# ---- fifo_ptr_ctrl ----
Fig. 1: fifo_ptr_ctrl, metal 1
(10 px per µm) Supply wires on this layer in grey. Cells faint in the background.
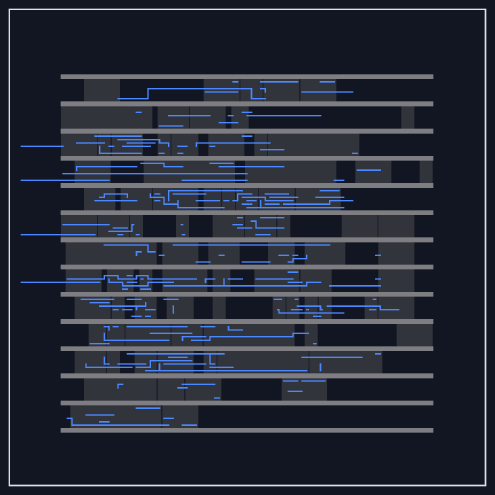
Fig. 2: fifo_ptr_ctrl, signal wires on met2
(10 px per µm)
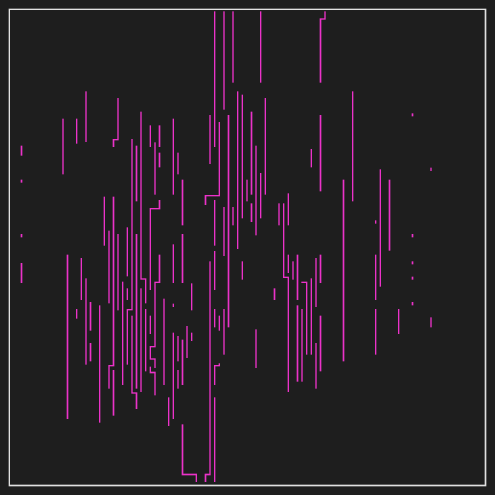
Fig. 3: fifo_ptr_ctrl, M3 wires
(12 px per µm) Cells faint in the background.
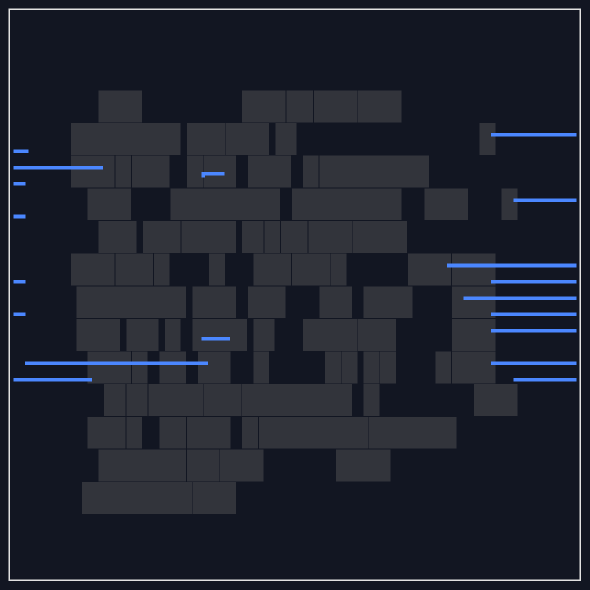
==> config.mk <==
export PLATFORM = sky130hd
export DESIGN_NAME = fifo_ptr_ctrl
export DESIGN_NICKNAME = d
export VERILOG_FILES = /design/src/rtl/fifo_ptr_ctrl.sv
export SDC_FILE = /design/constraint.sdc
export NUM_CORES = 1
export LEC_CHECK = 0
export CORE_MARGIN = 5
export CORE_UTILIZATION = 45
export DETAILED_ROUTE_END_ITERATION = 10
export PLACE_DENSITY = 0.8
export SETUP_SLACK_MARGIN = 0.5
export SKIP_LAST_GASP = 1
export SLEW_MARGIN = 15
export SYNTH_ARGS = -nofsm -noshare
export SYNTH_HDL_FRONTEND = slang
export SYNTH_SLANG_ARGS = --single-unit
==> constraint.sdc <==
create_clock -name clk -period 4.7 [get_ports clk]
set_input_delay 0.705 -clock clk [delete_from_list [all_inputs] [get_ports clk]]
set_output_delay 0.705 -clock clk [all_outputs]
set_load 0.01 [all_outputs]
==> src/rtl/fifo_ptr_ctrl.sv <==
`default_nettype none
// ============================================================================
// Module   : fifo_ptr_ctrl
// Brief    : Read/write pointer controller for the synchronous FIFO. Gates
//            requests against full/empty and exports addresses, the pointer
//            difference, the wrap bits and the occupancy.
//            Optional sticky error flags are enabled by FIFO_ERR_LOG_EN.
// Revision : 1.0 - initial release
// ============================================================================
module fifo_ptr_ctrl #(
    parameter int A_LEN = 3
) (
    input  logic             clk,
    input  logic             reset_n,
    input  logic             flush,
    input  logic             wr_en,
    input  logic             rd_en,
    input  logic             err_clr,
    output logic             wr_ack,
    output logic             rd_ack,
    output logic [A_LEN-1:0] wr_addr,
    output logic [A_LEN-1:0] rd_addr,
    output logic [A_LEN-1:0] ptr_diff,
    output logic             MSB_wr_ptr,
    output logic             MSB_rd_ptr,
    output logic [A_LEN:0]   occupancy,
    output logic             ovf_err,
    output logic             udf_err
);

    localparam logic [A_LEN:0] c_PTR_ONE = {{A_LEN{1'b0}}, 1'b1};

    logic [A_LEN:0] r_wr_ptr;
    logic [A_LEN:0] r_rd_ptr;
    logic [A_LEN:0] w_occupancy;
    logic           w_empty;
    logic           w_full;

    assign w_empty = (r_wr_ptr == r_rd_ptr);
    assign w_full  = (r_wr_ptr[A_LEN-1:0] == r_rd_ptr[A_LEN-1:0]) &&
                     (r_wr_ptr[A_LEN] != r_rd_ptr[A_LEN]);

    // Acks are held low while reset is asserted so nothing is claimed as accepted.
    assign wr_ack = wr_en & ~w_full  & ~flush & reset_n;
    assign rd_ack = rd_en & ~w_empty & ~flush & reset_n;

    always_ff @(posedge clk or negedge reset_n) begin
        if (!reset_n) begin
            r_wr_ptr <= '0;
            r_rd_ptr <= '0;
        end else if (flush) begin
            r_wr_ptr <= '0;
            r_rd_ptr <= '0;
        end else begin
            if (wr_ack) r_wr_ptr <= r_wr_ptr + c_PTR_ONE;
            if (rd_ack) r_rd_ptr <= r_rd_ptr + c_PTR_ONE;
        end
    end

    assign w_occupancy = r_wr_ptr - r_rd_ptr;
    assign occupancy   = w_occupancy;
    assign ptr_diff    = w_occupancy[A_LEN-1:0];
    assign wr_addr     = r_wr_ptr[A_LEN-1:0];
    assign rd_addr     = r_rd_ptr[A_LEN-1:0];
    assign MSB_wr_ptr  = r_wr_ptr[A_LEN];
    assign MSB_rd_ptr  = r_rd_ptr[A_LEN];

`ifdef FIFO_ERR_LOG_EN
    logic r_ovf_err;
    logic r_udf_err;

    // A new error event wins over a simultaneous clear; flush leaves the flags alone.
    always_ff @(posedge clk or negedge reset_n) begin
        if (!reset_n) begin
            r_ovf_err <= 1'b0;
            r_udf_err <= 1'b0;
        end else begin
            if (wr_en & w_full)       r_ovf_err <= 1'b1;
            else if (err_clr)         r_ovf_err <= 1'b0;
            if (rd_en & w_empty)      r_udf_err <= 1'b1;
            else if (err_clr)         r_udf_err <= 1'b0;
        end
    end

    assign ovf_err = r_ovf_err;
    assign udf_err = r_udf_err;
`else
    logic w_unused_err_clr;
    assign w_unused_err_clr = err_clr;
    assign ovf_err = 1'b0;
    assign udf_err = 1'b0;
`endif

endmodule
`default_nettype wire

==> run notes <==
run metrics: outcome=finished, final reports clean, CP peak stage delay=slightly below 0.8 ns, GPL Wtd Cong=0.758, worst path bufs/invs=3, worst flop-to-flop path startpoint=r_wr_ptr[2], port bufs=21, clock sinks=8, post-CTS setup buffers=0, GRT overflow=0, Lkg Pwr=0.355 nW, Rel. slew slack=0.657, Cell Type Count=23, Worst Max-Slew Pin Slew=0.513 ns, Tool Warnings=27, Max Cap Viol=0, Largest regs=r_rd_ptr (4), r_wr_ptr (4), Met1 Wirelength=504 µm, Clk. pwr=52.9 µW, final net count=99, Cell Chain, Critical Path=clkdlybuf4s50_1, inv_1, a211oi_4, nor2b_1, clkdlybuf4s50_1
## Picture notes: Fig. 1
- nets with wire on the layer: 81
- wire length on this layer: 505 µm
- longest straight run: 18.4 µm
- main direction: horizontal
- share of all routed wire: 39%
routed via count: 507
met1 usage: 0.158
final WL: 1310 µm

## Picture notes: Fig. 2
- wire length on this layer: 670 µm
- nets with wire on the layer: 85
- share of all routed wire: 51%
- main direction: vertical

## Picture notes: Fig. 3
- nets with wire on the layer: 17
- main direction: horizontal
- longest straight run: 14.9 µm
- share of all routed wire: 7.6%
- wire length on this layer: 99.5 µm

cells in the final DEF, fill, tap and decap left out, types with 3 or more instances in the layout:
| cell type | instances |
|---|---|
| nor2_1 | 8 |
| dfrtp_1 | 8 |
| inv_1 | 9 |
| ha_1 | 5 |
| a21oi_1 | 3 |
| clkbuf_4 | 3 |
| xnor2_1 | 9 |
| clkdlybuf4s50_1 | 21 |
cell type report:
class	count	area, µm²
fillers	113	483
inverters	9	33.8
multi-input cells	44	349
clock buffers	3	22.5
repair buffers	21	210
well taps	15	18.8
flip-flops and latches	8	200

# ---- alu_serial_driver ----
Fig. 4: alu_serial_driver, metal 1
(4 px per µm) Supply wires on this layer in grey. Cells faint in the background.
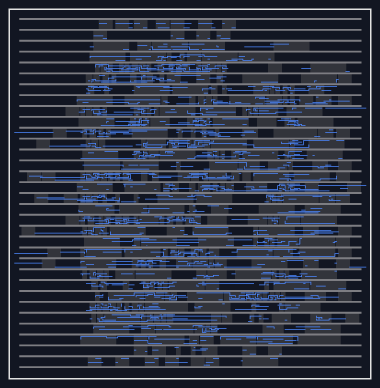
Fig. 5: alu_serial_driver, signal wires on met2
(4 px per µm)
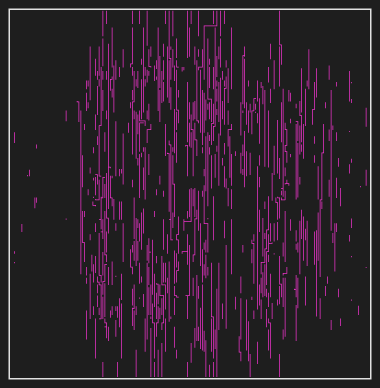
File: src/rtl/alu_serial_driver.sv
// Bit-serial ALU: one bit per clock through a 1-bit slice with carry feedback, LSB first.
// Optional zero/ovf flag outputs are enabled with `define ALU_SERIAL_FLAGS_EN.
module alu_serial_driver #(
    parameter int unsigned WIDTH = 16
) (
    input  logic             clk,
    input  logic             rst,
    input  logic             in_valid,
    output logic             in_ready,
    input  logic [WIDTH-1:0] i0,
    input  logic [WIDTH-1:0] i1,
    input  logic [1:0]       sel,
    output logic             out_valid,
    input  logic             out_ready,
    output logic [WIDTH-1:0] res,
    output logic             cout
`ifdef ALU_SERIAL_FLAGS_EN
    ,
    output logic             zero,
    output logic             ovf
`endif
);

    localparam int unsigned CNT_W = $clog2(WIDTH);

    typedef enum logic [1:0] {
        S_IDLE  = 2'd0,
        S_SHIFT = 2'd1,
        S_DONE  = 2'd2
    } state_e;

    state_e             state_q, state_d;
    logic [WIDTH-1:0]   a_q, a_d;
    logic [WIDTH-1:0]   b_q, b_d;
    logic [WIDTH-1:0]   sh_q, sh_d;
    logic [WIDTH-1:0]   res_q, res_d;
    logic [1:0]         sel_q, sel_d;
    logic [CNT_W-1:0]   cnt_q, cnt_d;
    logic               carry_q, carry_d;
    logic               cout_q, cout_d;
    logic               in_ready_q, in_ready_d;
    logic               out_valid_q, out_valid_d;
`ifdef ALU_SERIAL_FLAGS_EN
    logic               zacc_q, zacc_d;
    logic               zero_q, zero_d;
    logic               ovf_q, ovf_d;
`endif

    logic slice_a, slice_b, slice_c, slice_bit, slice_co, is_arith;

    always_ff @(posedge clk or posedge rst) begin
        if (rst) begin
            state_q     <= S_IDLE;
            a_q         <= '0;
            b_q         <= '0;
            sh_q        <= '0;
            res_q       <= '0;
            sel_q       <= '0;
            cnt_q       <= '0;
            carry_q     <= 1'b0;
            cout_q      <= 1'b0;
            in_ready_q  <= 1'b1;
            out_valid_q <= 1'b0;
`ifdef ALU_SERIAL_FLAGS_EN
            zacc_q      <= 1'b0;
            zero_q      <= 1'b0;
            ovf_q       <= 1'b0;
`endif
        end else begin
            state_q     <= state_d;
            a_q         <= a_d;
            b_q         <= b_d;
            sh_q        <= sh_d;
            res_q       <= res_d;
            sel_q       <= sel_d;
            cnt_q       <= cnt_d;
            carry_q     <= carry_d;
            cout_q      <= cout_d;
            in_ready_q  <= in_ready_d;
            out_valid_q <= out_valid_d;
`ifdef ALU_SERIAL_FLAGS_EN
            zacc_q      <= zacc_d;
            zero_q      <= zero_d;
            ovf_q       <= ovf_d;
`endif
        end
    end

    // 1-bit ALU slice; B is inverted per bit for SUB with carry seeded to 1
    always_comb begin
        is_arith  = ~sel_q[1];
        slice_a   = a_q[0];
        slice_b   = b_q[0] ^ (sel_q == 2'b01);
        slice_c   = carry_q;
        slice_bit = 1'b0;
        slice_co  = 1'b0;
        case (sel_q)
            2'b00, 2'b01: begin
                slice_bit = slice_a ^ slice_b ^ slice_c;
                slice_co  = (slice_a & slice_b) | (slice_c & (slice_a ^ slice_b));
            end
            2'b10:   slice_bit = slice_a & slice_b;
            default: slice_bit = slice_a | slice_b;
        endcase
    end

    always_comb begin
        state_d     = state_q;
        a_d         = a_q;
        b_d         = b_q;
        sh_d        = sh_q;
        res_d       = res_q;
        sel_d       = sel_q;
        cnt_d       = cnt_q;
        carry_d     = carry_q;
        cout_d      = cout_q;
        in_ready_d  = in_ready_q;
        out_valid_d = out_valid_q;
`ifdef ALU_SERIAL_FLAGS_EN
        zacc_d      = zacc_q;
        zero_d      = zero_q;
        ovf_d       = ovf_q;
`endif
        case (state_q)
            S_IDLE: begin
                if (in_valid && in_ready_q) begin
                    a_d        = i0;
                    b_d        = i1;
                    sel_d      = sel;
                    cnt_d      = '0;
                    carry_d    = (sel == 2'b01);
                    in_ready_d = 1'b0;
                    state_d    = S_SHIFT;
`ifdef ALU_SERIAL_FLAGS_EN
                    zacc_d     = 1'b1;
`endif
                end
            end
            S_SHIFT: begin
                a_d     = a_q >> 1;
                b_d     = b_q >> 1;
                sh_d    = {slice_bit, sh_q[WIDTH-1:1]};
                carry_d = slice_co;
                cnt_d   = cnt_q + CNT_W'(1);
`ifdef ALU_SERIAL_FLAGS_EN
                zacc_d  = zacc_q & ~slice_bit;
`endif
                // Last bit: publish the completed result directly from the slice
                if (cnt_q == CNT_W'(WIDTH - 1)) begin
                    res_d       = {slice_bit, sh_q[WIDTH-1:1]};
                    cout_d      = slice_co;
                    out_valid_d = 1'b1;
                    state_d     = S_DONE;
`ifdef ALU_SERIAL_FLAGS_EN
                    zero_d      = zacc_q & ~slice_bit;
                    ovf_d       = is_arith & (slice_c ^ slice_co);
`endif
                end
            end
            S_DONE: begin
                if (out_ready) begin
                    out_valid_d = 1'b0;
                    in_ready_d  = 1'b1;
                    state_d     = S_IDLE;
                end
            end
            default: begin
                state_d     = S_IDLE;
                in_ready_d  = 1'b1;
                out_valid_d = 1'b0;
            end
        endcase
    end

    assign in_ready  = in_ready_q;
    assign out_valid = out_valid_q;
    assign res       = res_q;
    assign cout      = cout_q;
`ifdef ALU_SERIAL_FLAGS_EN
    assign zero      = zero_q;
    assign ovf       = ovf_q;
`endif

endmodule

File: config.mk
export PLATFORM = sky130hd
export DESIGN_NAME = alu_serial_driver
export DESIGN_NICKNAME = d
export VERILOG_FILES = /design/src/rtl/alu_serial_driver.sv
export SDC_FILE = /design/constraint.sdc
export NUM_CORES = 1
export LEC_CHECK = 0
export CORE_AREA = 2 2 88 90
export CTS_CLUSTER_SIZE = 24
export DETAILED_ROUTE_END_ITERATION = 8
export DIE_AREA = 0 0 90 92
export HOLD_SLACK_MARGIN = 0.05
export PLACE_DENSITY = 0.77
export SYNTH_ARGS = -nofsm -noshare
export SYNTH_HDL_FRONTEND = slang
export SYNTH_SLANG_ARGS = --single-unit
File: constraint.sdc
create_clock -name clk -period 3.2 [get_ports clk]
set_input_delay 0.8 -clock clk [delete_from_list [all_inputs] [get_ports clk]]
set_output_delay 0.8 -clock clk [all_outputs]
set_load 0.02 [all_outputs]
==> run notes <==
run metrics: Cell Chain, Critical Path=clkdlybuf4s50_1, Rel. slew slack=0.567, H-tree levels=3, I/O pin count=about 57, fp util=0.439, Post-DP Area=0.00391 mm², CP Capture Type=output pin, clock network share of area=0.0625, CP arrival=approximately 1.5 ns, Area Growth Syn to Fin=27.4%, # setup viols final=0, Fin Hold WS=~0.48 ns, Seq area share=0.451, startpoint types=flop, vias in the first global route=2482, Tool Warnings=28, GRT Total Usage=0.161, combinational power=approximately 1.0 mW, FILL cells=slightly below 700, DRT antenna net count=0, share of layout cells above drive strength 1=0.118, core area=around 0.0074 mm², CTS tree=built, Die ar.=0.00828 mm², Die W=90 µm, clk latency of the worst-skew pair=0.34 ns, Clk pin slew, worst setup/hold paths=0.07 ns, fraction of area in multi-input gates=0.305, number of enable flip-flop cells=0, dominant cell type by area after synthesis=dfrtp_1, Power, Total=approximately 3.4 mW, final cell count without fillers=491, min Tclk post-route=2.31 ns, outcome=finished, final reports clean, n_taps=roughly 100, min-delay src=a_q[13]
## Picture notes: Fig. 4
- main direction: horizontal
- longest straight run: 21.2 µm
- nets with wire on the layer: 373
- share of all routed wire: 43%

## Picture notes: Fig. 5
- wire length on this layer: 3280 µm
- nets with wire on the layer: 342
- share of all routed wire: 52%

## layer usage
layer	track usage	wire [µm]
met5	0	0
met4	0.0679	88
met3	0.0370	232
met2	0.288	3280
met1	0.186	2710
## worst paths after layout
check                           cells past startpoint  slack [ns]        to
worst max-delay path                                1        0.89  in_ready
worst min-delay path                                2        0.48   a_q[12]
worst max register to register                      7        1.16  sh_q[15]
worst min register to register                      2        0.48   a_q[12]
max in group asynchronous                           3        1.76    res[2]
min in group asynchronous                           2        0.81   b_q[10]


==> screenshots <==
Clock wires, drivers and flops.
image #1
(6 px per µm)
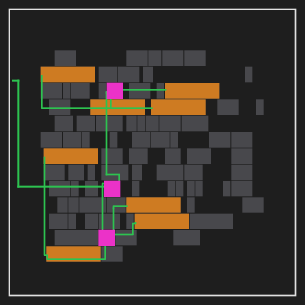
image #2
(3 px per µm)
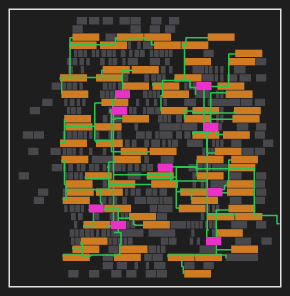
alu_serial_driver -> image #2
fifo_ptr_ctrl -> image #1

Power figures rest on the tool's default switching activity, not on a simulated workload.
